# ---- branch_resolve_flat ----
===== config.mk =====
export PLATFORM = sky130hd
export DESIGN_NAME = branch_resolve_flat
export DESIGN_NICKNAME = d
export VERILOG_FILES = /design/src/rtl/branch_pkg.sv /design/src/rtl/branch_resolve_if.sv /design/src/rtl/branch_cmp.sv /design/src/rtl/branch_resolve.sv /design/src/flat_wrapper.sv
export SDC_FILE = /design/constraint.sdc
export NUM_CORES = 1
export LEC_CHECK = 0
export CORE_MARGIN = 2
export CORE_UTILIZATION = 50
export CTS_CLUSTER_DIAMETER = 30
export DETAILED_ROUTE_END_ITERATION = 10
export PLACE_DENSITY = 0.91
export SYNTH_ARGS = -nofsm -noshare
export SYNTH_HDL_FRONTEND = slang
export SYNTH_HIERARCHICAL = 1
export SYNTH_SLANG_ARGS = --single-unit

===== constraint.sdc =====
create_clock -name clk -period 5.6 [get_ports clk]
set_clock_uncertainty 0.1 [all_clocks]
set_input_delay 0.84 -clock clk [delete_from_list [all_inputs] [get_ports clk]]
set_output_delay 0.84 -clock clk [all_outputs]
set_load 0.05 [all_outputs]

===== src/rtl/branch_pkg.sv =====
// Shared branch-unit definitions: funct3 encodings and the sequential PC step.
package branch_pkg;

    typedef enum logic [2:0] {
        BR_BEQ  = 3'b000,
        BR_BNE  = 3'b001,
        BR_BLT  = 3'b100,
        BR_BGE  = 3'b101,
        BR_BLTU = 3'b110,
        BR_BGEU = 3'b111
    } br_op_e;

    localparam int PC_INC = 4;

endpackage


===== src/rtl/branch_resolve_if.sv =====
// Request/result handshake bundle between the issue stage and the branch resolver.
interface branch_resolve_if #(
    parameter int XLEN = 32
);
    logic            in_valid;
    logic            in_ready;
    logic [2:0]      in_funct3;
    logic [XLEN-1:0] in_rs1;
    logic [XLEN-1:0] in_rs2;
    logic [XLEN-1:0] in_pc;
    logic [XLEN-1:0] in_imm;
    logic            in_pred_taken;

    logic            out_valid;
    logic            out_ready;
    logic            out_taken;
    logic            out_mispredict;
    logic            out_illegal;
    logic [XLEN-1:0] out_target;

    modport master (
        output in_valid, in_funct3, in_rs1, in_rs2, in_pc, in_imm, in_pred_taken, out_ready,
        input  in_ready, out_valid, out_taken, out_mispredict, out_illegal, out_target
    );

    modport slave (
        input  in_valid, in_funct3, in_rs1, in_rs2, in_pc, in_imm, in_pred_taken, out_ready,
        output in_ready, out_valid, out_taken, out_mispredict, out_illegal, out_target
    );
endinterface


===== src/rtl/branch_cmp.sv =====
// Combinational branch condition evaluation; unknown funct3 is flagged illegal and never taken.
module branch_cmp
    import branch_pkg::*;
#(
    parameter int XLEN = 32
) (
    input  logic [2:0]      funct3,
    input  logic [XLEN-1:0] rs1,
    input  logic [XLEN-1:0] rs2,
    output logic            taken,
    output logic            illegal
);
    logic eq;
    logic lt_s;
    logic lt_u;

    assign eq   = (rs1 == rs2);
    assign lt_s = ($signed(rs1) < $signed(rs2));
    assign lt_u = (rs1 < rs2);

    always_comb begin
        taken   = 1'b0;
        illegal = 1'b0;
        case (funct3)
            BR_BEQ:  taken = eq;
            BR_BNE:  taken = !eq;
            BR_BLT:  taken = lt_s;
            BR_BGE:  taken = !lt_s;
            BR_BLTU: taken = lt_u;
            BR_BGEU: taken = !lt_u;
            default: illegal = 1'b1;
        endcase
    end
endmodule


===== src/rtl/branch_resolve.sv =====
// Branch resolver with a one-entry registered result stage and valid/ready handshakes.
// Optional statistics counters are built only when BRANCH_STATS_EN is defined.
module branch_resolve
    import branch_pkg::*;
#(
    parameter int XLEN  = 32,
    parameter int CNT_W = 16
) (
    input  logic                  clk,
    input  logic                  rst_n,
    input  logic                  flush,
    branch_resolve_if.slave       bus
`ifdef BRANCH_STATS_EN
    ,
    output logic [CNT_W-1:0]      stat_branches,
    output logic [CNT_W-1:0]      stat_mispredicts
`endif
);
    generate
        if (!(XLEN == 32 || XLEN == 64) || CNT_W < 1) begin : g_param_check
            $error("branch_resolve: XLEN must be 32 or 64 and CNT_W at least 1");
        end
    endgenerate

    logic            cmp_taken;
    logic            cmp_illegal;
    logic            accept;

    logic            valid_q,      valid_d;
    logic            taken_q,      taken_d;
    logic            mispredict_q, mispredict_d;
    logic            illegal_q,    illegal_d;
    logic [XLEN-1:0] target_q,     target_d;

    branch_cmp #(.XLEN(XLEN)) u_cmp (
        .funct3  (bus.in_funct3),
        .rs1     (bus.in_rs1),
        .rs2     (bus.in_rs2),
        .taken   (cmp_taken),
        .illegal (cmp_illegal)
    );

    assign bus.in_ready = !flush && (!valid_q || bus.out_ready);
    assign accept       = bus.in_valid && bus.in_ready;

    always_comb begin
        valid_d      = valid_q;
        taken_d      = taken_q;
        mispredict_d = mispredict_q;
        illegal_d    = illegal_q;
        target_d     = target_q;
        // Flush wins over both the consumer handshake and any new accept.
        if (flush) begin
            valid_d = 1'b0;
        end else if (accept) begin
            valid_d      = 1'b1;
            taken_d      = cmp_taken;
            illegal_d    = cmp_illegal;
            mispredict_d = !cmp_illegal && (cmp_taken != bus.in_pred_taken);
            target_d     = cmp_taken ? (bus.in_pc + bus.in_imm)
                                     : (bus.in_pc + XLEN'(PC_INC));
        end else if (bus.out_ready) begin
            valid_d = 1'b0;
        end
    end

    always_ff @(posedge clk or negedge rst_n) begin
        if (!rst_n) begin
            valid_q      <= 1'b0;
            taken_q      <= 1'b0;
            mispredict_q <= 1'b0;
            illegal_q    <= 1'b0;
            target_q     <= '0;
        end else begin
            valid_q      <= valid_d;
            taken_q      <= taken_d;
            mispredict_q <= mispredict_d;
            illegal_q    <= illegal_d;
            target_q     <= target_d;
        end
    end

    assign bus.out_valid      = valid_q;
    assign bus.out_taken      = taken_q;
    assign bus.out_mispredict = mispredict_q;
    assign bus.out_illegal    = illegal_q;
    assign bus.out_target     = target_q;

`ifdef BRANCH_STATS_EN
    logic             count_en;
    logic [CNT_W-1:0] branches_q,    branches_d;
    logic [CNT_W-1:0] mispredicts_q, mispredicts_d;

    // Only consumed legal results count; a result dropped by flush is never seen.
    assign count_en = valid_q && bus.out_ready && !flush && !illegal_q;

    always_comb begin
        branches_d    = branches_q;
        mispredicts_d = mispredicts_q;
        if (count_en) begin
            branches_d = branches_q + 1'b1;
            if (mispredict_q) begin
                mispredicts_d = mispredicts_q + 1'b1;
            end
        end
    end

    always_ff @(posedge clk or negedge rst_n) begin
        if (!rst_n) begin
            branches_q    <= '0;
            mispredicts_q <= '0;
        end else begin
            branches_q    <= branches_d;
            mispredicts_q <= mispredicts_d;
        end
    end

    assign stat_branches    = branches_q;
    assign stat_mispredicts = mispredicts_q;
`endif
endmodule


===== src/flat_wrapper.sv =====
// flat-port wrapper written by rule: the top's interface ports become plain ports
module branch_resolve_flat import branch_pkg::*;
#(
    parameter int XLEN  = 32,
    parameter int CNT_W = 16
)
  (clk, rst_n, flush, bus_in_valid, bus_in_funct3, bus_in_rs1, bus_in_rs2, bus_in_pc, bus_in_imm, bus_in_pred_taken, bus_out_ready, bus_in_ready, bus_out_valid, bus_out_taken, bus_out_mispredict, bus_out_illegal, bus_out_target);
  branch_resolve_if #(.XLEN(XLEN)) bus_i ();
  input  logic clk;
  input  logic rst_n;
  input  logic flush;
  input wire logic [$bits(bus_i.in_valid)-1:0] bus_in_valid;
  input wire logic [$bits(bus_i.in_funct3)-1:0] bus_in_funct3;
  input wire logic [$bits(bus_i.in_rs1)-1:0] bus_in_rs1;
  input wire logic [$bits(bus_i.in_rs2)-1:0] bus_in_rs2;
  input wire logic [$bits(bus_i.in_pc)-1:0] bus_in_pc;
  input wire logic [$bits(bus_i.in_imm)-1:0] bus_in_imm;
  input wire logic [$bits(bus_i.in_pred_taken)-1:0] bus_in_pred_taken;
  input wire logic [$bits(bus_i.out_ready)-1:0] bus_out_ready;
  output wire logic [$bits(bus_i.in_ready)-1:0] bus_in_ready;
  output wire logic [$bits(bus_i.out_valid)-1:0] bus_out_valid;
  output wire logic [$bits(bus_i.out_taken)-1:0] bus_out_taken;
  output wire logic [$bits(bus_i.out_mispredict)-1:0] bus_out_mispredict;
  output wire logic [$bits(bus_i.out_illegal)-1:0] bus_out_illegal;
  output wire logic [$bits(bus_i.out_target)-1:0] bus_out_target;
  assign bus_i.in_valid = bus_in_valid;
  assign bus_i.in_funct3 = bus_in_funct3;
  assign bus_i.in_rs1 = bus_in_rs1;
  assign bus_i.in_rs2 = bus_in_rs2;
  assign bus_i.in_pc = bus_in_pc;
  assign bus_i.in_imm = bus_in_imm;
  assign bus_i.in_pred_taken = bus_in_pred_taken;
  assign bus_i.out_ready = bus_out_ready;
  assign bus_in_ready = bus_i.in_ready;
  assign bus_out_valid = bus_i.out_valid;
  assign bus_out_taken = bus_i.out_taken;
  assign bus_out_mispredict = bus_i.out_mispredict;
  assign bus_out_illegal = bus_i.out_illegal;
  assign bus_out_target = bus_i.out_target;
  branch_resolve #(.XLEN(XLEN), .CNT_W(CNT_W)) u_core (.clk(clk), .rst_n(rst_n), .flush(flush), .bus(bus_i));
endmodule

**branch_resolve_flat: clock routing**

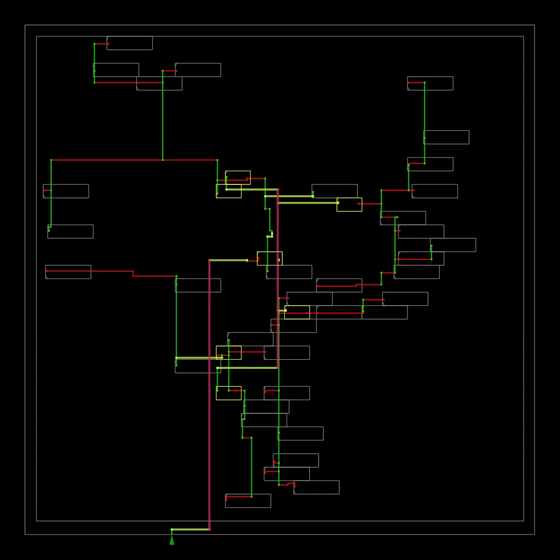
CTS sink count: 36
Clock Buffer Count: 7

==> impl_metrics.tcl <==
# yosys + openroad results
set metrics [dict create \
    grt-busiest-layer "met2" \
    p_switching_mw 0.6479 \
    design_area_um2 6725 \
    hold_class "flop to flop" \
    postCtsHoldBufs 0 \
    lay_top_cells "172 x clkdlybuf4s50_1, 71 x nand2_1, 64 x ha_1, 52 x a21oi_1, 50 x nor2_1" \
    fin_crit_sh_pct 80.99 \
    dp_slack_ns 0.8124 \
    outcome "finished, final reports clean" \
    finalPower_mw 1.424 \
    top_cell_area_share_pct 18.41 \
    finalNetCount 989 \
    hold_viol 0 \
    portBuffers 173 \
    cp.arrival_ns 4.66 \
    antenna_found_initial 0 \
    final_layout_size_suffix_gt1_share_pct 3.558 \
    grt_pass1_vias 5373 \
    relSlewSlack_pct 30.23 \
    p_per_area_nw_per_um2 211.7 \
    netlist_area_um2 4893 \
    max_freq_ghz 0.2205 \
    first_pass_iters 5 \
    ys_seq_share_pct 18.41 \
    track_usage_pct 30.19 \
    holdPathStages 2 \
    required_ns 5.73 \
    final.setup.tns_ns 0 \
    die_h_um 102.9 \
]
-- power by group through the flow --
stage | Clock, mW | Combinational (mW) | Sequential [mW]
6_report | 0.211 | 0.861 | 0.352
5_1_grt | 0.223 | 0.918 | 0.359
4_1_cts | 0.213 | 0.854 | 0.353
3_5_place_dp | 0 | 0.851 | 0.358
3_3_place_gp | 0 | 0.832 | 0.354
2_1_floorplan | 0 | 0.331 | 0.556
-- cells by family (layout without fill, tap and decap cells) --
logic type	after synthesis	count (layout)	share of synthesized area [%]
AND-OR/OR-AND	187	187	25.34
flip-flops	36	36	18.41
adder cells (fa/ha/maj)	65	65	16.77
multiplexers	7	7	1.457
AND/OR/NAND/NOR	215	215	21.61
XOR/XNOR	54	54	9.665
buffers and inverters	67	223	6.750
-- cell type report --
class / instances / area (um^2) / area share, %
clock buffers: 7 / 96.34 / 1.433
inverters: 40 / 150.1 / 2.233
multi-input cells: 528 / 3662 / 54.46
flip-flops and latches: 36 / 900.9 / 13.40
well taps: 133 / 166.4 / 2.474
repair buffers: 176 / 1749 / 26.01

# ---- fp_div_round ----
[src/rtl/fp_div_pkg.sv]
// -----------------------------------------------------------------------------
// fp_div_pkg
// Shared constants for the single-precision divider datapath:
//   - IEEE-754 single field widths and exponent limits
//   - operand class codes carried alongside each quotient
//   - raw quotient / internal exponent widths used by the round stage
// -----------------------------------------------------------------------------
package fp_div_pkg;

    // Raw quotient: 1 integer bit + 25 fraction bits, value in [0.5, 2).
    localparam int QUO_W = 26;
    // Signed biased exponent, wide enough for expA - expB + 127 plus carries.
    localparam int EXP_W = 10;

    localparam int FRAC_W   = 23;
    localparam int SIG_W    = 24;
    localparam int EXP_BIAS = 127;
    localparam int EXP_MAX  = 255;

    localparam logic [31:0] QNAN = 32'h7FC0_0000;

    // Operand class codes.
    localparam logic [1:0] CLS_NORM = 2'b00;
    localparam logic [1:0] CLS_ZERO = 2'b01;
    localparam logic [1:0] CLS_INF  = 2'b10;
    localparam logic [1:0] CLS_NAN  = 2'b11;

endpackage

[src/rtl/fp_div_norm.sv]
// -----------------------------------------------------------------------------
// fp_div_norm
// Combinational normalize step: picks the 24-bit significand from the raw
// quotient, derives guard/sticky and the round-to-nearest-even increment.
// Ports:
//   quo_i    raw quotient (bit QW-1 or QW-2 set for normal operands)
//   sticky_i divider remainder nonzero
//   exp_i    signed biased exponent before normalization
//   sig_o    24-bit significand (hidden bit included)
//   inc_o    round-up request for the significand
//   exp_o    exponent after normalization
// -----------------------------------------------------------------------------
module fp_div_norm
    import fp_div_pkg::*;
#(
    parameter int QW = QUO_W,
    parameter int EW = EXP_W
) (
    input  logic [QW-1:0]        quo_i,
    input  logic                 sticky_i,
    input  logic signed [EW-1:0] exp_i,
    output logic [SIG_W-1:0]     sig_o,
    output logic                 inc_o,
    output logic signed [EW-1:0] exp_o
);

    localparam logic signed [EW-1:0] ONE = EW'(1);

    logic guard;
    logic stick;

    always_comb begin
        // NOTE: every output gets a default first so no path leaves one unassigned (that would infer a latch).
        // Quotient below 1.0: shift left by one, exponent drops by one.
        sig_o = quo_i[QW-2 -: SIG_W];
        guard = quo_i[QW-SIG_W-2];
        stick = sticky_i;
        exp_o = exp_i - ONE;

        if (quo_i[QW-1]) begin
            sig_o = quo_i[QW-1 -: SIG_W];
            guard = quo_i[QW-SIG_W-1];
            stick = (|quo_i[QW-SIG_W-2:0]) | sticky_i;
            exp_o = exp_i;
        end

        // Round to nearest, ties to even.
        inc_o = guard & (stick | sig_o[0]);
    end

endmodule

[src/rtl/fp_div_round.sv]
// -----------------------------------------------------------------------------
// fp_div_round
// Post-divide normalize/round stage of the single-precision divider.
// Two-stage valid/ready pipeline: S1 registers the normalized significand
// and round decision, S2 rounds, applies exponent limits and packs the result.
// Ports:
//   clk, n_rst              clock, asynchronous active-low reset
//   in_valid / in_ready     input handshake
//   in_sign, in_exp         result sign, signed biased exponent
//   in_quo, in_sticky       raw quotient and remainder-nonzero flag
//   in_special              operand class (normal / zero / inf / NaN)
//   out_valid / out_ready   output handshake
//   result                  packed IEEE-754 single
//   overflow, underflow     saturate-to-inf / flush-to-zero flags
// -----------------------------------------------------------------------------
module fp_div_round
    import fp_div_pkg::*;
#(
    parameter int QW = QUO_W,
    parameter int EW = EXP_W
) (
    input  logic                 clk,
    input  logic                 n_rst,
    input  logic                 in_valid,
    output logic                 in_ready,
    input  logic                 in_sign,
    input  logic signed [EW-1:0] in_exp,
    input  logic [QW-1:0]        in_quo,
    input  logic                 in_sticky,
    input  logic [1:0]           in_special,
    output logic                 out_valid,
    input  logic                 out_ready,
    output logic [31:0]          result,
    output logic                 overflow,
    output logic                 underflow
);

    localparam logic signed [EW-1:0] ONE   = EW'(1);
    localparam logic signed [EW-1:0] ZERO  = '0;
    localparam logic signed [EW-1:0] E_MAX = EW'(EXP_MAX);

    // ---------------- handshake ----------------
    logic s1_valid_q, s2_valid_q;
    logic s1_load, s2_load;

    assign s2_load   = !s2_valid_q || out_ready;
    assign s1_load   = !s1_valid_q || s2_load;
    assign in_ready  = s1_load;
    assign out_valid = s2_valid_q;

    // ---------------- S1: normalize ----------------
    logic [SIG_W-1:0]     norm_sig;
    logic                 norm_inc;
    logic signed [EW-1:0] norm_exp;

    fp_div_norm #(
        .QW(QW),
        .EW(EW)
    ) u_norm (
        .quo_i    (in_quo),
        .sticky_i (in_sticky),
        .exp_i    (in_exp),
        .sig_o    (norm_sig),
        .inc_o    (norm_inc),
        .exp_o    (norm_exp)
    );

    logic                 s1_sign_q;
    logic [1:0]           s1_special_q;
    logic signed [EW-1:0] s1_exp_q;
    logic [SIG_W-1:0]     s1_sig_q;
    logic                 s1_inc_q;

    // ---------------- S2: round and pack ----------------
    logic [SIG_W:0]       sum;
    logic                 sum_hidden_unused;
    logic signed [EW-1:0] exp_fin;
    logic [FRAC_W-1:0]    mant;
    logic [31:0]          result_d;
    logic                 overflow_d;
    logic                 underflow_d;

    assign sum = {1'b0, s1_sig_q} + {{SIG_W{1'b0}}, s1_inc_q};
    // The hidden bit is implied by the packed format and not stored.
    assign sum_hidden_unused = sum[SIG_W-1];
    // A carry out of the significand means it rounded up to 2.0: renormalize.
    assign exp_fin = sum[SIG_W] ? s1_exp_q + ONE : s1_exp_q;
    assign mant    = sum[SIG_W] ? '0 : sum[FRAC_W-1:0];

    always_comb begin
        result_d    = {s1_sign_q, exp_fin[7:0], mant};
        overflow_d  = 1'b0;
        underflow_d = 1'b0;
        unique case (s1_special_q)
            CLS_ZERO: result_d = {s1_sign_q, 31'h0};
            CLS_INF:  result_d = {s1_sign_q, 8'hFF, 23'h0};
            CLS_NAN:  result_d = QNAN;
            default: begin
                if (exp_fin >= E_MAX) begin
                    result_d   = {s1_sign_q, 8'hFF, 23'h0};
                    overflow_d = 1'b1;
                end else if (exp_fin <= ZERO) begin
                    // Flush to zero: no denormals are produced.
                    result_d    = {s1_sign_q, 31'h0};
                    underflow_d = 1'b1;
                end
            end
        endcase
    end

    // ---------------- registers ----------------
    always_ff @(posedge clk or negedge n_rst) begin
        if (!n_rst) begin
            s1_valid_q   <= 1'b0;
            s1_sign_q    <= 1'b0;
            s1_special_q <= CLS_NORM;
            s1_exp_q     <= '0;
            s1_sig_q     <= '0;
            s1_inc_q     <= 1'b0;
        end else if (s1_load) begin
            // NOTE: non-blocking assignments so every register samples pre-edge values.
            s1_valid_q <= in_valid;
            if (in_valid) begin
                s1_sign_q    <= in_sign;
                s1_special_q <= in_special;
                s1_exp_q     <= norm_exp;
                s1_sig_q     <= norm_sig;
                s1_inc_q     <= norm_inc;
            end
        end
    end

    always_ff @(posedge clk or negedge n_rst) begin
        if (!n_rst) begin
            s2_valid_q <= 1'b0;
            result     <= '0;
            overflow   <= 1'b0;
            underflow  <= 1'b0;
        end else if (s2_load) begin
            s2_valid_q <= s1_valid_q;
            // Bubbles leave the last result in place.
            if (s1_valid_q) begin
                result    <= result_d;
                overflow  <= overflow_d;
                underflow <= underflow_d;
            end
        end
    end

endmodule

[config.mk]
export PLATFORM = sky130hd
export DESIGN_NAME = fp_div_round
export DESIGN_NICKNAME = d
export VERILOG_FILES = /design/src/rtl/fp_div_pkg.sv /design/src/rtl/fp_div_norm.sv /design/src/rtl/fp_div_round.sv
export SDC_FILE = /design/constraint.sdc
export NUM_CORES = 1
export LEC_CHECK = 0
export ABC_AREA = 1
export CORE_MARGIN = 1.5
export CORE_UTILIZATION = 53
export DETAILED_ROUTE_END_ITERATION = 16
export PLACE_DENSITY = 0.81
export SLEW_MARGIN = 20
export SYNTH_ARGS = -nofsm -noshare
export SYNTH_HDL_FRONTEND = slang
export SYNTH_SLANG_ARGS = --single-unit
[constraint.sdc]
create_clock -name clk -period 3.25 [get_ports clk]
set_clock_uncertainty 0.1 [all_clocks]
set_input_delay 0.65 -clock clk [delete_from_list [all_inputs] [get_ports clk]]
set_output_delay 0.65 -clock clk [all_outputs]
set_load 0.01 [all_outputs]
**fp_div_round: clock routing**

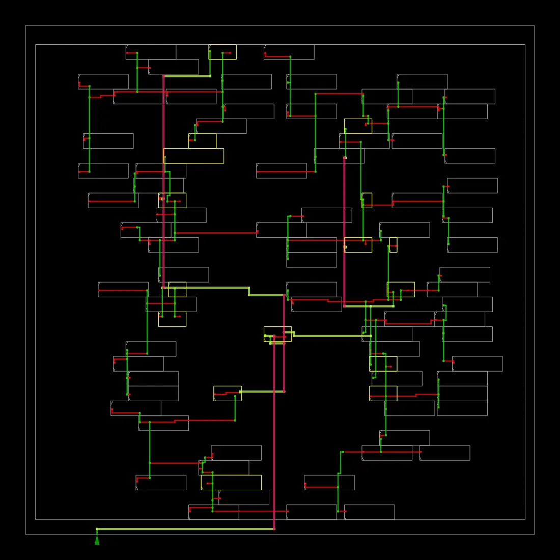
Num CTS Buffers: 9
Clk Latency, worst-skew pair: 0.35 ns

==> impl_metrics.tcl <==
# yosys + openroad results
set metrics [dict create \
    track_usage_pct 24.49 \
    finalNetCount 689 \
    yosys_area_um2 4318 \
    outcome "finished, final reports clean" \
    comb_cells 422 \
    ys_seq_share_pct 42.89 \
    drtIter0Drc 206 \
    areaGrowthSynthToFinish_pct 25.44 \
    syn_inst 564 \
    period_needed_ns 2.834 \
    design_area_um2 5416 \
    fp_util_pct 55.30 \
    grt_pass1_vias 3782 \
    root_buffer "clkbuf_8" \
    grt_util_met3_pct 3.577 \
    final_layout_size_suffix_gt1_share_pct 11.61 \
    grt_pass1_wl_um 16930 \
    common_cells "179 x nand2_1, 74 x dfrtp_1, 55 x nor2_1" \
    cp.arrival_ns 2.97 \
    max_stage_delay_ns 0.36 \
    postCtsResizedCells 0 \
    yosys.cell_types.count 37 \
    highest_layer "met4" \
    ff_type "dfrtp_1" \
    comb_area_um2 2185 \
    first_pass_iters 5 \
    cp-endpoint "result[1]" \
    path_delay_family "simple AND/OR/NAND/NOR gates" \
    drt-met1-wl_um 4472 \
    drcViolationCount 0 \
    crit_chain "ha_1 > ha_1 > nand2_1 > nor2_2 > nand2_2 > inv_2 > nand2_4 > inv_1 > nand2_1 > nand2_4 > clkinv_2 > nor2_2 > nand3_4 > nand2_2 > nor2_2 > nand3_2 > buf_4 > o21ai_0" \
    clockNetworkAreaShare_pct 4.227 \
    top_cell_area_share_pct 42.89 \
    chip_area_um2 8697 \
    synthArstFlopShare_pct 100.0 \
    core_um2 7807 \
]
[power by group]
group / switching [mW] / internal, mW / leakage (nW)
registers: 0.159 / 1.10 / 0.903
clock network: 0.347 / 0.475 / 0.117
logic: 0.481 / 0.426 / 1.52
total: 0.987 / 2.00 / 2.54
[sequential cells by signal (all words and copies together), names as in the netlist]
register,flops
s1_sig_q,24
overflow,1
s1_sign_q,1
s1_exp_q,10
s1_inc_q,1
out_valid,1
result,32
underflow,1
s1_valid_q,1
s1_special_q,2
[layout by cell type (no fill, tap or decap), types with 2 or more instances in the layout]
master	synthesis	layout
dfrtp_1	74	74
nand2_4	4	4
a21oi_1	12	12
clkbuf_8	0	11
nand2_2	11	11
xor2_1	18	18
a31oi_1	20	20
inv_1	39	39
ha_1	4	4
clkinv_1	5	5
nor2_2	7	7
nand3b_1	2	2
nand3_1	29	29
clkdlybuf4s50_1	0	78
buf_4	0	8
nor3_1	6	6
inv_2	2	2
xnor2_1	8	8
o211ai_1	3	3
nor2_4	3	3
nand2_1	179	179
o21ai_0	24	24
bufinv_16	0	2
o21ai_2	20	20
clkinv_2	1	2
nand4_1	7	7
nor2_1	55	55

# ---- addsub_pipe_flat ----
<file path="src/rtl/addsub_pkg.sv">
// Shared definitions for the pipelined add/subtract unit: op encodings,
// stage-count helper and saturation constants.
package addsub_pkg;

    typedef enum logic [1:0] {
        OP_ADD  = 2'b00,
        OP_SUB  = 2'b01,
        OP_ADDS = 2'b10,
        OP_SUBS = 2'b11
    } op_e;

    // Helpers return a wide vector; callers size-cast down to their own WIDTH.
    localparam int SAT_W_MAX = 256;

    function automatic int calc_stages(input int width, input int chunk);
        return width / chunk;
    endfunction

    function automatic logic [SAT_W_MAX-1:0] SAT_MAX(input int width);
        return (SAT_W_MAX'(1) << (width - 1)) - SAT_W_MAX'(1);
    endfunction

    function automatic logic [SAT_W_MAX-1:0] SAT_MIN(input int width);
        return SAT_W_MAX'(1) << (width - 1);
    endfunction

endpackage

</file>
<file path="src/rtl/addsub_if.sv">
// Operand-issue and result-writeback handshake bundle for addsub_pipe.
interface addsub_if #(
    parameter int WIDTH = 32,
    parameter int TAG_W = 4
);
    import addsub_pkg::*;

    logic             in_valid;
    logic             in_ready;
    logic [WIDTH-1:0] in_a;
    logic [WIDTH-1:0] in_b;
    logic [1:0]       in_op;
    logic [TAG_W-1:0] in_tag;

    logic             out_valid;
    logic             out_ready;
    logic [WIDTH-1:0] out_res;
    logic             out_n;
    logic             out_z;
    logic             out_c;
    logic             out_v;
    logic [TAG_W-1:0] out_tag;
    logic             busy;

    modport master (
        output in_valid, in_a, in_b, in_op, in_tag, out_ready,
        input  in_ready, out_valid, out_res, out_n, out_z, out_c, out_v, out_tag, busy
    );

    modport slave (
        input  in_valid, in_a, in_b, in_op, in_tag, out_ready,
        output in_ready, out_valid, out_res, out_n, out_z, out_c, out_v, out_tag, busy
    );

endinterface

</file>
<file path="src/rtl/addsub_chunk.sv">
// Combinational CHUNK-bit ripple adder built from full-adder cells; also
// exposes the carry into the top bit so the last stage can derive overflow.
module addsub_chunk
    import addsub_pkg::*;
#(
    parameter int CHUNK = 8
) (
    input  logic [CHUNK-1:0] a,
    input  logic [CHUNK-1:0] b,
    input  logic             cin,
    output logic [CHUNK-1:0] sum,
    output logic             cout,
    output logic             cmsb
);
    logic [CHUNK:0] w_c;

    assign w_c[0] = cin;

    for (genvar j = 0; j < CHUNK; j++) begin : g_fa
        assign sum[j]   = a[j] ^ b[j] ^ w_c[j];
        assign w_c[j+1] = (a[j] & b[j]) | (w_c[j] & (a[j] ^ b[j]));
    end

    assign cout = w_c[CHUNK];
    assign cmsb = w_c[CHUNK-1];

endmodule

</file>
<file path="src/rtl/addsub_pipe.sv">
// Pipelined add/subtract: one CHUNK-bit slice of the carry chain per stage,
// with a single global advance so the whole pipe moves or holds together.
module addsub_pipe
    import addsub_pkg::*;
#(
    parameter int WIDTH = 32,
    parameter int CHUNK = 8,
    parameter int TAG_W = 4
) (
    input logic     clk,
    input logic     rst_n,
    addsub_if.slave bus
);
    localparam int STAGES = calc_stages(WIDTH, CHUNK);
    localparam int LAST   = STAGES - 1;
    localparam logic [WIDTH-1:0] C_SAT_MAX = WIDTH'(SAT_MAX(WIDTH));
    localparam logic [WIDTH-1:0] C_SAT_MIN = WIDTH'(SAT_MIN(WIDTH));

    if (WIDTH % CHUNK != 0) begin : g_bad_cfg
        $fatal(1, "addsub_pipe: WIDTH (%0d) must be a multiple of CHUNK (%0d)", WIDTH, CHUNK);
    end

    logic             r_vld [STAGES];
    logic [WIDTH-1:0] r_sum [STAGES];
    logic [WIDTH-1:0] r_a   [STAGES];
    logic [WIDTH-1:0] r_b   [STAGES];
    logic             r_cy  [STAGES];
    op_e              r_op  [STAGES];
    logic [TAG_W-1:0] r_tag [STAGES];
    logic             r_n, r_z, r_c, r_v;

    logic             w_vld_in  [STAGES];
    logic [WIDTH-1:0] w_a_in    [STAGES];
    logic [WIDTH-1:0] w_b_in    [STAGES];
    logic [WIDTH-1:0] w_sum_in  [STAGES];
    logic [WIDTH-1:0] w_sum_nxt [STAGES];
    logic             w_cy_in   [STAGES];
    logic             w_cout    [STAGES];
    logic             w_cmsb    [STAGES];
    op_e              w_op_in   [STAGES];
    logic [TAG_W-1:0] w_tag_in  [STAGES];
    logic [CHUNK-1:0] w_csum    [STAGES];

    logic             w_adv;
    logic             w_sub0;
    logic             w_v;
    logic             w_sat;
    logic             w_busy;
    logic [WIDTH-1:0] w_res;

    assign w_adv  = !bus.out_valid || bus.out_ready;
    assign w_sub0 = (op_e'(bus.in_op) == OP_SUB) || (op_e'(bus.in_op) == OP_SUBS);

    for (genvar i = 0; i < STAGES; i++) begin : g_stage
        if (i == 0) begin : g_src
            assign w_vld_in[i] = bus.in_valid;
            assign w_a_in[i]   = bus.in_a;
            assign w_b_in[i]   = bus.in_b ^ {WIDTH{w_sub0}};
            assign w_cy_in[i]  = w_sub0;
            assign w_sum_in[i] = '0;
            assign w_op_in[i]  = op_e'(bus.in_op);
            assign w_tag_in[i] = bus.in_tag;
        end else begin : g_src
            assign w_vld_in[i] = r_vld[i-1];
            assign w_a_in[i]   = r_a[i-1];
            assign w_b_in[i]   = r_b[i-1];
            assign w_cy_in[i]  = r_cy[i-1];
            assign w_sum_in[i] = r_sum[i-1];
            assign w_op_in[i]  = r_op[i-1];
            assign w_tag_in[i] = r_tag[i-1];
        end

        addsub_chunk #(.CHUNK(CHUNK)) u_chunk (
            .a    (w_a_in[i][i*CHUNK +: CHUNK]),
            .b    (w_b_in[i][i*CHUNK +: CHUNK]),
            .cin  (w_cy_in[i]),
            .sum  (w_csum[i]),
            .cout (w_cout[i]),
            .cmsb (w_cmsb[i])
        );

        // Bits above the current slice are still zero, so OR-ing merges cleanly.
        assign w_sum_nxt[i] = w_sum_in[i] | (WIDTH'(w_csum[i]) << (i * CHUNK));
    end

    // Overflow always clamps toward A's sign, for both add and subtract.
    assign w_v   = w_cmsb[LAST] ^ w_cout[LAST];
    assign w_sat = w_v && ((w_op_in[LAST] == OP_ADDS) || (w_op_in[LAST] == OP_SUBS));
    assign w_res = !w_sat ? w_sum_nxt[LAST]
                          : (w_a_in[LAST][WIDTH-1] ? C_SAT_MIN : C_SAT_MAX);

    always_ff @(posedge clk or negedge rst_n) begin
        if (!rst_n) begin
            for (int i = 0; i < STAGES; i++) begin
                r_vld[i] <= 1'b0;
                r_sum[i] <= '0;
                r_a[i]   <= '0;
                r_b[i]   <= '0;
                r_cy[i]  <= 1'b0;
                r_op[i]  <= OP_ADD;
                r_tag[i] <= '0;
            end
            r_n <= 1'b0;
            r_z <= 1'b0;
            r_c <= 1'b0;
            r_v <= 1'b0;
        end else if (w_adv) begin
            for (int i = 0; i < LAST; i++) begin
                r_vld[i] <= w_vld_in[i];
                r_sum[i] <= w_sum_nxt[i];
                r_a[i]   <= w_a_in[i];
                r_b[i]   <= w_b_in[i];
                r_cy[i]  <= w_cout[i];
                r_op[i]  <= w_op_in[i];
                r_tag[i] <= w_tag_in[i];
            end
            r_vld[LAST] <= w_vld_in[LAST];
            r_sum[LAST] <= w_res;
            r_tag[LAST] <= w_tag_in[LAST];
            r_n         <= w_res[WIDTH-1];
            r_z         <= (w_res == '0);
            r_c         <= w_cout[LAST];
            r_v         <= w_v;
        end
    end

    always_comb begin
        w_busy = 1'b0;
        for (int i = 0; i < STAGES; i++) begin
            w_busy = w_busy | r_vld[i];
        end
    end

    assign bus.in_ready  = w_adv;
    assign bus.out_valid = r_vld[LAST];
    assign bus.out_res   = r_sum[LAST];
    assign bus.out_tag   = r_tag[LAST];
    assign bus.out_n     = r_n;
    assign bus.out_z     = r_z;
    assign bus.out_c     = r_c;
    assign bus.out_v     = r_v;
    assign bus.busy      = w_busy;

endmodule

</file>
<file path="src/flat_wrapper.sv">
// flat-port wrapper written by rule: the top's interface ports become plain ports
module addsub_pipe_flat import addsub_pkg::*;
#(
    parameter int WIDTH = 32,
    parameter int CHUNK = 8,
    parameter int TAG_W = 4
)
  (clk, rst_n, bus_in_valid, bus_in_a, bus_in_b, bus_in_op, bus_in_tag, bus_out_ready, bus_in_ready, bus_out_valid, bus_out_res, bus_out_n, bus_out_z, bus_out_c, bus_out_v, bus_out_tag, bus_busy);
  addsub_if #(.WIDTH(WIDTH), .TAG_W(TAG_W)) bus_i ();
  input logic clk;
  input logic rst_n;
  input wire logic [$bits(bus_i.in_valid)-1:0] bus_in_valid;
  input wire logic [$bits(bus_i.in_a)-1:0] bus_in_a;
  input wire logic [$bits(bus_i.in_b)-1:0] bus_in_b;
  input wire logic [$bits(bus_i.in_op)-1:0] bus_in_op;
  input wire logic [$bits(bus_i.in_tag)-1:0] bus_in_tag;
  input wire logic [$bits(bus_i.out_ready)-1:0] bus_out_ready;
  output wire logic [$bits(bus_i.in_ready)-1:0] bus_in_ready;
  output wire logic [$bits(bus_i.out_valid)-1:0] bus_out_valid;
  output wire logic [$bits(bus_i.out_res)-1:0] bus_out_res;
  output wire logic [$bits(bus_i.out_n)-1:0] bus_out_n;
  output wire logic [$bits(bus_i.out_z)-1:0] bus_out_z;
  output wire logic [$bits(bus_i.out_c)-1:0] bus_out_c;
  output wire logic [$bits(bus_i.out_v)-1:0] bus_out_v;
  output wire logic [$bits(bus_i.out_tag)-1:0] bus_out_tag;
  output wire logic [$bits(bus_i.busy)-1:0] bus_busy;
  assign bus_i.in_valid = bus_in_valid;
  assign bus_i.in_a = bus_in_a;
  assign bus_i.in_b = bus_in_b;
  assign bus_i.in_op = bus_in_op;
  assign bus_i.in_tag = bus_in_tag;
  assign bus_i.out_ready = bus_out_ready;
  assign bus_in_ready = bus_i.in_ready;
  assign bus_out_valid = bus_i.out_valid;
  assign bus_out_res = bus_i.out_res;
  assign bus_out_n = bus_i.out_n;
  assign bus_out_z = bus_i.out_z;
  assign bus_out_c = bus_i.out_c;
  assign bus_out_v = bus_i.out_v;
  assign bus_out_tag = bus_i.out_tag;
  assign bus_busy = bus_i.busy;
  addsub_pipe #(.WIDTH(WIDTH), .CHUNK(CHUNK), .TAG_W(TAG_W)) u_core (.clk(clk), .rst_n(rst_n), .bus(bus_i));
endmodule
</file>
<file path="config.mk">
export PLATFORM = sky130hd
export DESIGN_NAME = addsub_pipe_flat
export DESIGN_NICKNAME = d
export VERILOG_FILES = /design/src/rtl/addsub_pkg.sv /design/src/rtl/addsub_if.sv /design/src/rtl/addsub_chunk.sv /design/src/rtl/addsub_pipe.sv /design/src/flat_wrapper.sv
export SDC_FILE = /design/constraint.sdc
export NUM_CORES = 1
export LEC_CHECK = 0
export ABC_CLOCK_PERIOD_IN_PS = 6900
export CORE_UTILIZATION = 60
export DETAILED_ROUTE_END_ITERATION = 12
export PLACE_DENSITY = 0.95
export SYNTH_ARGS = -nofsm -noshare
export SYNTH_HDL_FRONTEND = slang
export SYNTH_SLANG_ARGS = --single-unit
</file>
<file path="constraint.sdc">
create_clock -name clk -period 6.9 [get_ports clk]
set_input_delay 1.035 -clock clk [delete_from_list [all_inputs] [get_ports clk]]
set_output_delay 1.035 -clock clk [all_outputs]
set_load 0.02 [all_outputs]
</file>
==> impl_metrics.tcl <==
# yosys + openroad results
set metrics [dict create \
    hold_viol 0 \
    required_ns 7.32 \
    final.setup.tns_ns 0 \
    clkSinkCount 205 \
    p_int_mw 3.226 \
    wirelength_um 19360 \
    grt_max_degree 126 \
    rrSetupSlack_ns 1.09 \
    ff_count 205 \
    track_usage_pct 25.87 \
    period_needed_ns 5.809 \
    outcome "finished, final reports clean" \
    postPlaceCellArea_um2 10040 \
    finalNonFillerCells 1216 \
    top_area_cell "dfrtp_1" \
    drv_cap 0 \
    core_um2 14750 \
]
metal layers:
| layer | up-vias | track usage (%) |
|---|---|---|
| li1 | 3081 | - |
| met1 | 3286 | 35.03 |
| met2 | 250 | 43.91 |
| met3 | 43 | 3.101 |
| met4 | 0 | 8.646 |
| met5 | - | 0 |
worst max-delay path, cell delays in order, from the launching register on:
cell,delay [ns]
dfrtp_1,0.40
fa_1,0.47
fa_1,0.48
fa_1,0.46
fa_1,0.48
fa_1,0.47
fa_1,0.42
inv_1,0.10
fa_1,0.27
inv_1,0.09
fa_1,0.49
xnor2_2,0.51
nand2_1,0.60
a211oi_1,0.41
a21o_1,0.11
path summary, 6_finish.rpt:
check                                 from  cells past startpoint                endpoint
max in group asynchronous            rst_n                      2         u_core.r_b[107]
min in group asynchronous            rst_n                      1         u_core.r_b[108]
min                        u_core.r_tag[8]                      2         u_core.r_tag[8]
max reg2reg                 u_core.r_a[56]                     14  u_core.bus.out_res[30]
min reg2reg                u_core.r_tag[8]                      2         u_core.r_tag[8]
max                         u_core.r_a[56]                     14  u_core.bus.out_res[30]
**addsub_pipe_flat: I/O pins on the die edge**

The bar under the picture is 50 um long. Pins as bars across the die edge, other pins in grey.
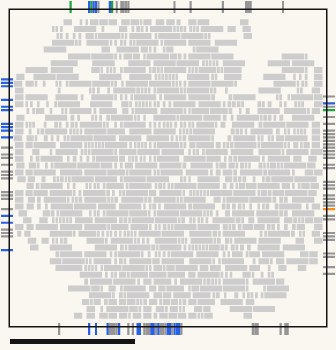
legend:
  bus_in_tag:
    colour: green
    pins: 4
    direction: input
    edge: 3 top, 1 right
  bus_out_n:
    colour: orange
    pins: 1
    direction: output
    edge: right
  bus_in_a:
    colour: blue
    pins: 32
    direction: input
    edge: 14 bottom, 13 left, 4 top, 1 right
all pins by edge: 36 bottom, 34 right, 27 left, 20 top

**addsub_pipe_flat: close-up of the layout**

The bar under the picture is 5 um long. Window x 53 to 73, y 78 to 98 um. Cells in grey, sequential cells in the stronger grey; small squares are vias.
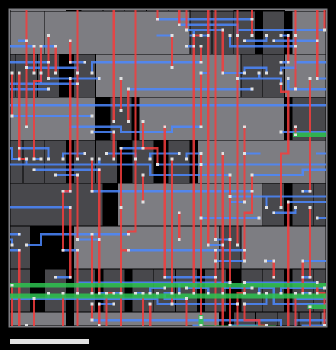
legend:
  metal 2:
    colour: red
  metal 1:
    colour: blue
  metal 3:
    colour: green
most frequent: nand2_1 (31), dfrtp_1 (8)
cells with their middle in the window: 41
netlist names of flops here include: u_core.r_a (4), u_core.r_b (4)
sequential cells in the window: 8


# ---- board_io_frontend_flat ----
**board_io_frontend_flat: selected gate families**

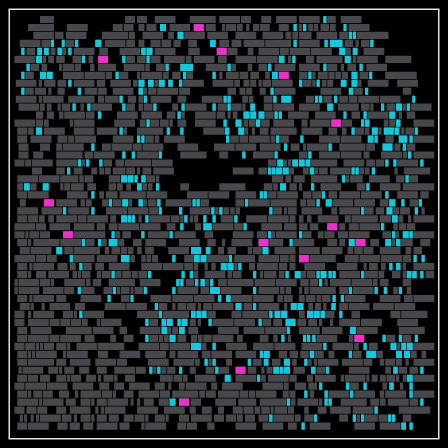
**board_io_frontend_flat: clock routing**

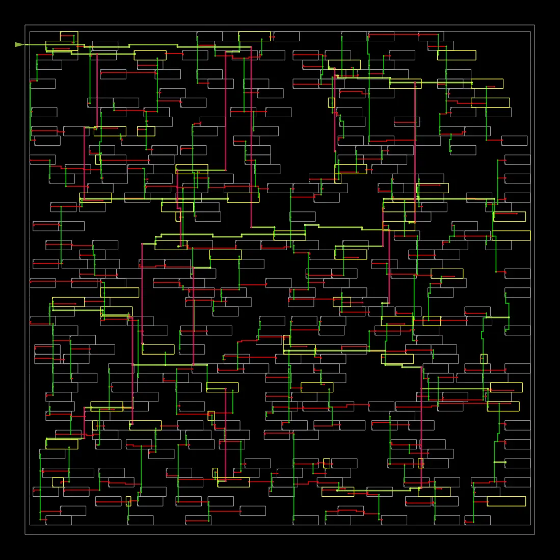
**board_io_frontend_flat: close-up of the layout**

The bar under the picture is 5 um long. Window x 63 to 83, y 92 to 112 um. Cells in grey, sequential cells in the stronger grey; small squares are vias.
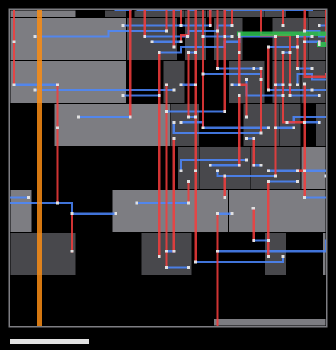
$ cat config.mk
export PLATFORM = sky130hd
export DESIGN_NAME = board_io_frontend_flat
export DESIGN_NICKNAME = d
export VERILOG_FILES = /design/src/rtl/board_io_pkg.sv /design/src/rtl/board_io_if.sv /design/src/rtl/board_io_frontend_debounce.sv /design/src/rtl/board_io_frontend.sv /design/src/flat_wrapper.sv
export SDC_FILE = /design/constraint.sdc
export NUM_CORES = 1
export LEC_CHECK = 0
export ABC_CLOCK_PERIOD_IN_PS = 5200
export CAP_MARGIN = 20
export CORE_UTILIZATION = 61
export DETAILED_ROUTE_END_ITERATION = 6
export PLACE_DENSITY_LB_ADDON = 0.3
export SYNTH_ARGS = -nofsm -noshare
export SYNTH_HDL_FRONTEND = slang
export SYNTH_SLANG_ARGS = --single-unit
export TNS_END_PERCENT = 5
$ cat constraint.sdc
create_clock -name clock -period 5.2 [get_ports clock]
set_input_delay 1.04 -clock clock [delete_from_list [all_inputs] [get_ports clock]]
set_output_delay 1.04 -clock clock [all_outputs]
set_load 0.005 [all_outputs]
$ cat src/rtl/board_io_pkg.sv
// Shared widths and field offsets for the board-side GPIO frontend.
// Imported by the CPU-bus interface and the frontend RTL.
package board_io_pkg;

    localparam int SW_W     = 10;
    localparam int KEY_W    = 4;
    localparam int HEX_W    = 7;
    localparam int NUM_HEX  = 6;
    localparam int IO_IN_W  = 14;
    localparam int IO_OUT_W = 52;

    localparam int LED_LSB  = 0;
    localparam int HEX_LSB  = 10;

endpackage

$ cat src/rtl/board_io_if.sv
// CPU-facing memory-mapped GPIO buses: switch/key read word and LED/HEX write word.
// The frontend is the slave; the data-memory IO path is the master.
interface board_io_if;
    import board_io_pkg::*;

    logic [IO_IN_W-1:0]  io_input_bus;
    logic [IO_OUT_W-1:0] io_output_bus;

    modport slave  (output io_input_bus, input  io_output_bus);
    modport master (input  io_input_bus, output io_output_bus);

endinterface

$ cat src/rtl/board_io_frontend_debounce.sv
// One input-conditioning channel: 2-flop synchroniser followed by a
// counter-based debouncer whose stable register is the channel output.
module debounce_channel #(
    parameter int DEBOUNCE_CYCLES = 50000
) (
    input  logic clock,
    input  logic reset_n,
    input  logic raw,
    output logic level
);

    localparam int             CNT_W    = $clog2(DEBOUNCE_CYCLES + 1);
    localparam logic [CNT_W-1:0] CNT_LAST = CNT_W'(DEBOUNCE_CYCLES - 1);

    logic             sync_p0;
    logic             sync_p1;
    logic             stable_p2;
    logic [CNT_W-1:0] cnt_p2;

    always_ff @(posedge clock) begin
        if (!reset_n) begin
            sync_p0   <= 1'b0;
            sync_p1   <= 1'b0;
            stable_p2 <= 1'b0;
            cnt_p2    <= '0;
        end else begin
            // stage p0/p1: metastability filter on the asynchronous pin
            sync_p0 <= raw;
            sync_p1 <= sync_p0;
            // stage p2: any return to the stable level restarts the count
            if (sync_p1 == stable_p2) begin
                cnt_p2 <= '0;
            end else if (cnt_p2 == CNT_LAST) begin
                stable_p2 <= sync_p1;
                cnt_p2    <= '0;
            end else begin
                cnt_p2 <= cnt_p2 + CNT_W'(1);
            end
        end
    end

    assign level = stable_p2;

endmodule

$ cat src/rtl/board_io_frontend.sv
// Board-side GPIO frontend: debounced switches/keys onto the CPU read bus,
// registered LED and raw seven-segment patterns from the CPU write bus.
module board_io_frontend
    import board_io_pkg::*;
#(
    parameter int DEBOUNCE_CYCLES = 50000,
    parameter bit KEY_ACTIVE_LOW  = 1'b1,
    parameter bit HEX_ACTIVE_LOW  = 1'b1
) (
    input  logic             clock,
    input  logic             reset_n,
    input  logic [SW_W-1:0]  sw_in,
    input  logic [KEY_W-1:0] key_in,
    board_io_if.slave        cpu,
    output logic [SW_W-1:0]  ledr,
    output logic [HEX_W-1:0] hex0,
    output logic [HEX_W-1:0] hex1,
    output logic [HEX_W-1:0] hex2,
    output logic [HEX_W-1:0] hex3,
    output logic [HEX_W-1:0] hex4,
    output logic [HEX_W-1:0] hex5
);

    localparam logic [HEX_W-1:0] HEX_DARK = HEX_ACTIVE_LOW ? {HEX_W{1'b1}} : {HEX_W{1'b0}};

    function automatic logic [HEX_W-1:0] seg_drive(input logic [HEX_W-1:0] pattern);
        return HEX_ACTIVE_LOW ? ~pattern : pattern;
    endfunction

    logic [KEY_W-1:0]   key_logical;
    logic [IO_IN_W-1:0] raw_bits;
    logic [IO_IN_W-1:0] level_bits;

    assign key_logical = key_in ^ {KEY_W{KEY_ACTIVE_LOW}};
    assign raw_bits    = {key_logical, sw_in};

    for (genvar ch = 0; ch < IO_IN_W; ch++) begin : g_chan
        debounce_channel #(
            .DEBOUNCE_CYCLES (DEBOUNCE_CYCLES)
        ) u_chan (
            .clock   (clock),
            .reset_n (reset_n),
            .raw     (raw_bits[ch]),
            .level   (level_bits[ch])
        );
    end

    assign cpu.io_input_bus = level_bits;

    logic [SW_W-1:0]  ledr_p0;
    logic [HEX_W-1:0] hex_p0 [NUM_HEX];

    // stage p0: single register between CPU write word and board pins
    always_ff @(posedge clock) begin
        if (!reset_n) begin
            ledr_p0 <= '0;
            for (int i = 0; i < NUM_HEX; i++) begin
                hex_p0[i] <= HEX_DARK;
            end
        end else begin
            ledr_p0 <= cpu.io_output_bus[LED_LSB +: SW_W];
            for (int i = 0; i < NUM_HEX; i++) begin
                hex_p0[i] <= seg_drive(cpu.io_output_bus[HEX_LSB + i*HEX_W +: HEX_W]);
            end
        end
    end

    assign ledr = ledr_p0;
    assign hex0 = hex_p0[0];
    assign hex1 = hex_p0[1];
    assign hex2 = hex_p0[2];
    assign hex3 = hex_p0[3];
    assign hex4 = hex_p0[4];
    assign hex5 = hex_p0[5];

endmodule
$ cat src/flat_wrapper.sv
// flat-port wrapper written by rule: the top's interface ports become plain ports
module board_io_frontend_flat import board_io_pkg::*;
#(
    parameter int DEBOUNCE_CYCLES = 50000,
    parameter bit KEY_ACTIVE_LOW  = 1'b1,
    parameter bit HEX_ACTIVE_LOW  = 1'b1
)
  (clock, reset_n, sw_in, key_in, ledr, hex0, hex1, hex2, hex3, hex4, hex5, cpu_io_input_bus, cpu_io_output_bus);
  board_io_if cpu_i ();
  input  logic clock;
  input  logic reset_n;
  input  logic [SW_W-1:0] sw_in;
  input  logic [KEY_W-1:0] key_in;
  output logic [SW_W-1:0] ledr;
  output logic [HEX_W-1:0] hex0;
  output logic [HEX_W-1:0] hex1;
  output logic [HEX_W-1:0] hex2;
  output logic [HEX_W-1:0] hex3;
  output logic [HEX_W-1:0] hex4;
  output logic [HEX_W-1:0] hex5;
  output wire logic [$bits(cpu_i.io_input_bus)-1:0] cpu_io_input_bus;
  input wire logic [$bits(cpu_i.io_output_bus)-1:0] cpu_io_output_bus;
  assign cpu_io_input_bus = cpu_i.io_input_bus;
  assign cpu_i.io_output_bus = cpu_io_output_bus;
  board_io_frontend #(.DEBOUNCE_CYCLES(DEBOUNCE_CYCLES), .KEY_ACTIVE_LOW(KEY_ACTIVE_LOW), .HEX_ACTIVE_LOW(HEX_ACTIVE_LOW)) u_core (.clock(clock), .reset_n(reset_n), .sw_in(sw_in), .key_in(key_in), .cpu(cpu_i), .ledr(ledr), .hex0(hex0), .hex1(hex1), .hex2(hex2), .hex3(hex3), .hex4(hex4), .hex5(hex5));
endmodule
==> impl_metrics.tcl <==
# yosys + openroad results
set metrics [dict create \
    highest_layer "met4" \
    cp.arrival_ns 1.46 \
    placedCellCount 1715 \
    drtIter0Drc 393 \
    worst_pin_slew_ns 0.7507 \
    max_freq_ghz 0.4007 \
    cp-start-kind "flop" \
    drv_cap 0 \
    cts_buffer_depth 3 \
    end_kind "output pin" \
    holdPathStages 1 \
    ff_type "dfxtp_1" \
    worst_slack_ns 2.705 \
    synth.avg_cell_area_um2 9.334 \
    areaGrowthSynthToFinish_pct 20.46 \
    vias 9422 \
    hold_end "u_core.g_chan[9].u_chan.sync_p1" \
    diodes 0 \
    met2_length_um 10670 \
    top_cell_area_share_pct 50.30 \
    drtAntennaViolNets 0 \
    nFillCells 1466 \
    postCtsHoldBufs 0 \
    vias_per_cell 5.311 \
    rows 52 \
    track_usage_pct 21.67 \
    p_per_area_nw_per_um2 338.4 \
    crit_buf_inv 1 \
    hpwl_um 15040 \
    final.setup.tns_ns 0 \
    outcome "finished, final reports clean" \
    slowest_stage "clkdlybuf4s50_1" \
    required_ns 4.16 \
    p_leak_nw 5.085 \
    postPlaceCellArea_um2 14050 \
    netlist_area_um2 12660 \
    p_sw_share_pct 19.34 \
    utilization_pct 75.11 \
    post_cts_buffers 0 \
    finalPower_mw 5.160 \
    met2_usage_pct 37.34 \
]
About 'selected gate families' of board_io_frontend_flat:
legend:
  mux cells:
    colour: magenta
    cells: 14
    where: spread over the die
  nor cells:
    colour: cyan
    cells: 376
    where: spread over the die

About 'clock routing' of board_io_frontend_flat:
Clock Buffer Count: 47
Clk power: 2.53 mW

About 'close-up of the layout' of board_io_frontend_flat:
legend:
  metal 1:
    colour: blue
  metal 2:
    colour: red
  metal 4:
    colour: orange
  metal 3:
    colour: green
cells with their middle in the window: 21
most frequent: dfxtp_1 (5), xnor2_1 (4)
sequential cells in the window: 5
netlist names of flops here include: u_core.g_chan.u_chan.cnt_p2 (5)

## kinds of logic (layout without fill, tap and decap cells)
group           count (synthesis)  in the layout  share of synthesized area (%)
compound gates                  6              6                         0.2570
xor+xnor                      207            207                          14.32
fa+ha+maj                      14             14                          1.384
buf+inv                        92            240                          3.578
flops                         318            318                          50.30
mux                            14             14                          1.107
simple gates                  705            705                          29.05
## area by class of cell
class / instances / share of cell area [%]
Tap cell: 270 / 2.216
Timing Repair Buffer: 134 / 8.764
Clock inverter: 12 / 1.239
Clock buffer: 47 / 6.581
Sequential cell: 318 / 41.75
Multi-Input combinational cell: 946 / 38.29
Inverter: 47 / 1.157
## power by group through the flow
stage / registers (mW) / logic, mW / clock network [mW]
floorplan: 2.54 / 0.0477 / 0
global placement: 2.54 / 0.147 / 0
detailed placement: 2.54 / 0.150 / 0
CTS: 2.48 / 0.151 / 2.58
global route: 2.49 / 0.162 / 2.68
finish: 2.48 / 0.148 / 2.53
## cells in the final DEF (no fill, tap or decap), drive strengths merged, types with 47 or more instances in the layout
cell type        n
clkbuf          47
clkdlybuf4s50  132
dfxtp          318
inv             47
nand2           86
nand3           83
nand4           60
nor2           243
nor4            63
xnor2          144
xor2            63


## Gallery

I/O pins on the die edge.
shot_01.png
The bar under the picture is 20 um long. Pins as bars across the die edge, other pins in grey.
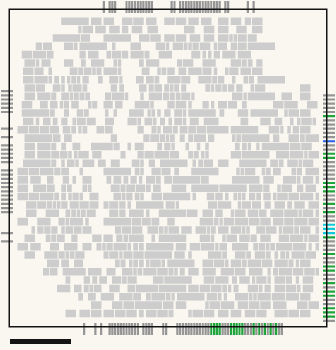
shot_02.png
The bar under the picture is 50 um long. Pins as bars across the die edge, other pins in grey.
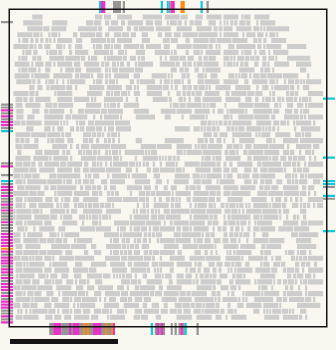
shot_03.png
The bar under the picture is 20 um long. Pins as bars across the die edge, other pins in grey.
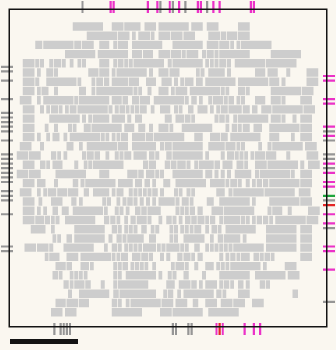
- shot_01.png = branch_resolve_flat
- shot_02.png = board_io_frontend_flat
- shot_03.png = fp_div_round
- fewest pins: shot_03.png
- largest die: shot_02.png

Power figures rest on the tool's default switching activity, not on a simulated workload.
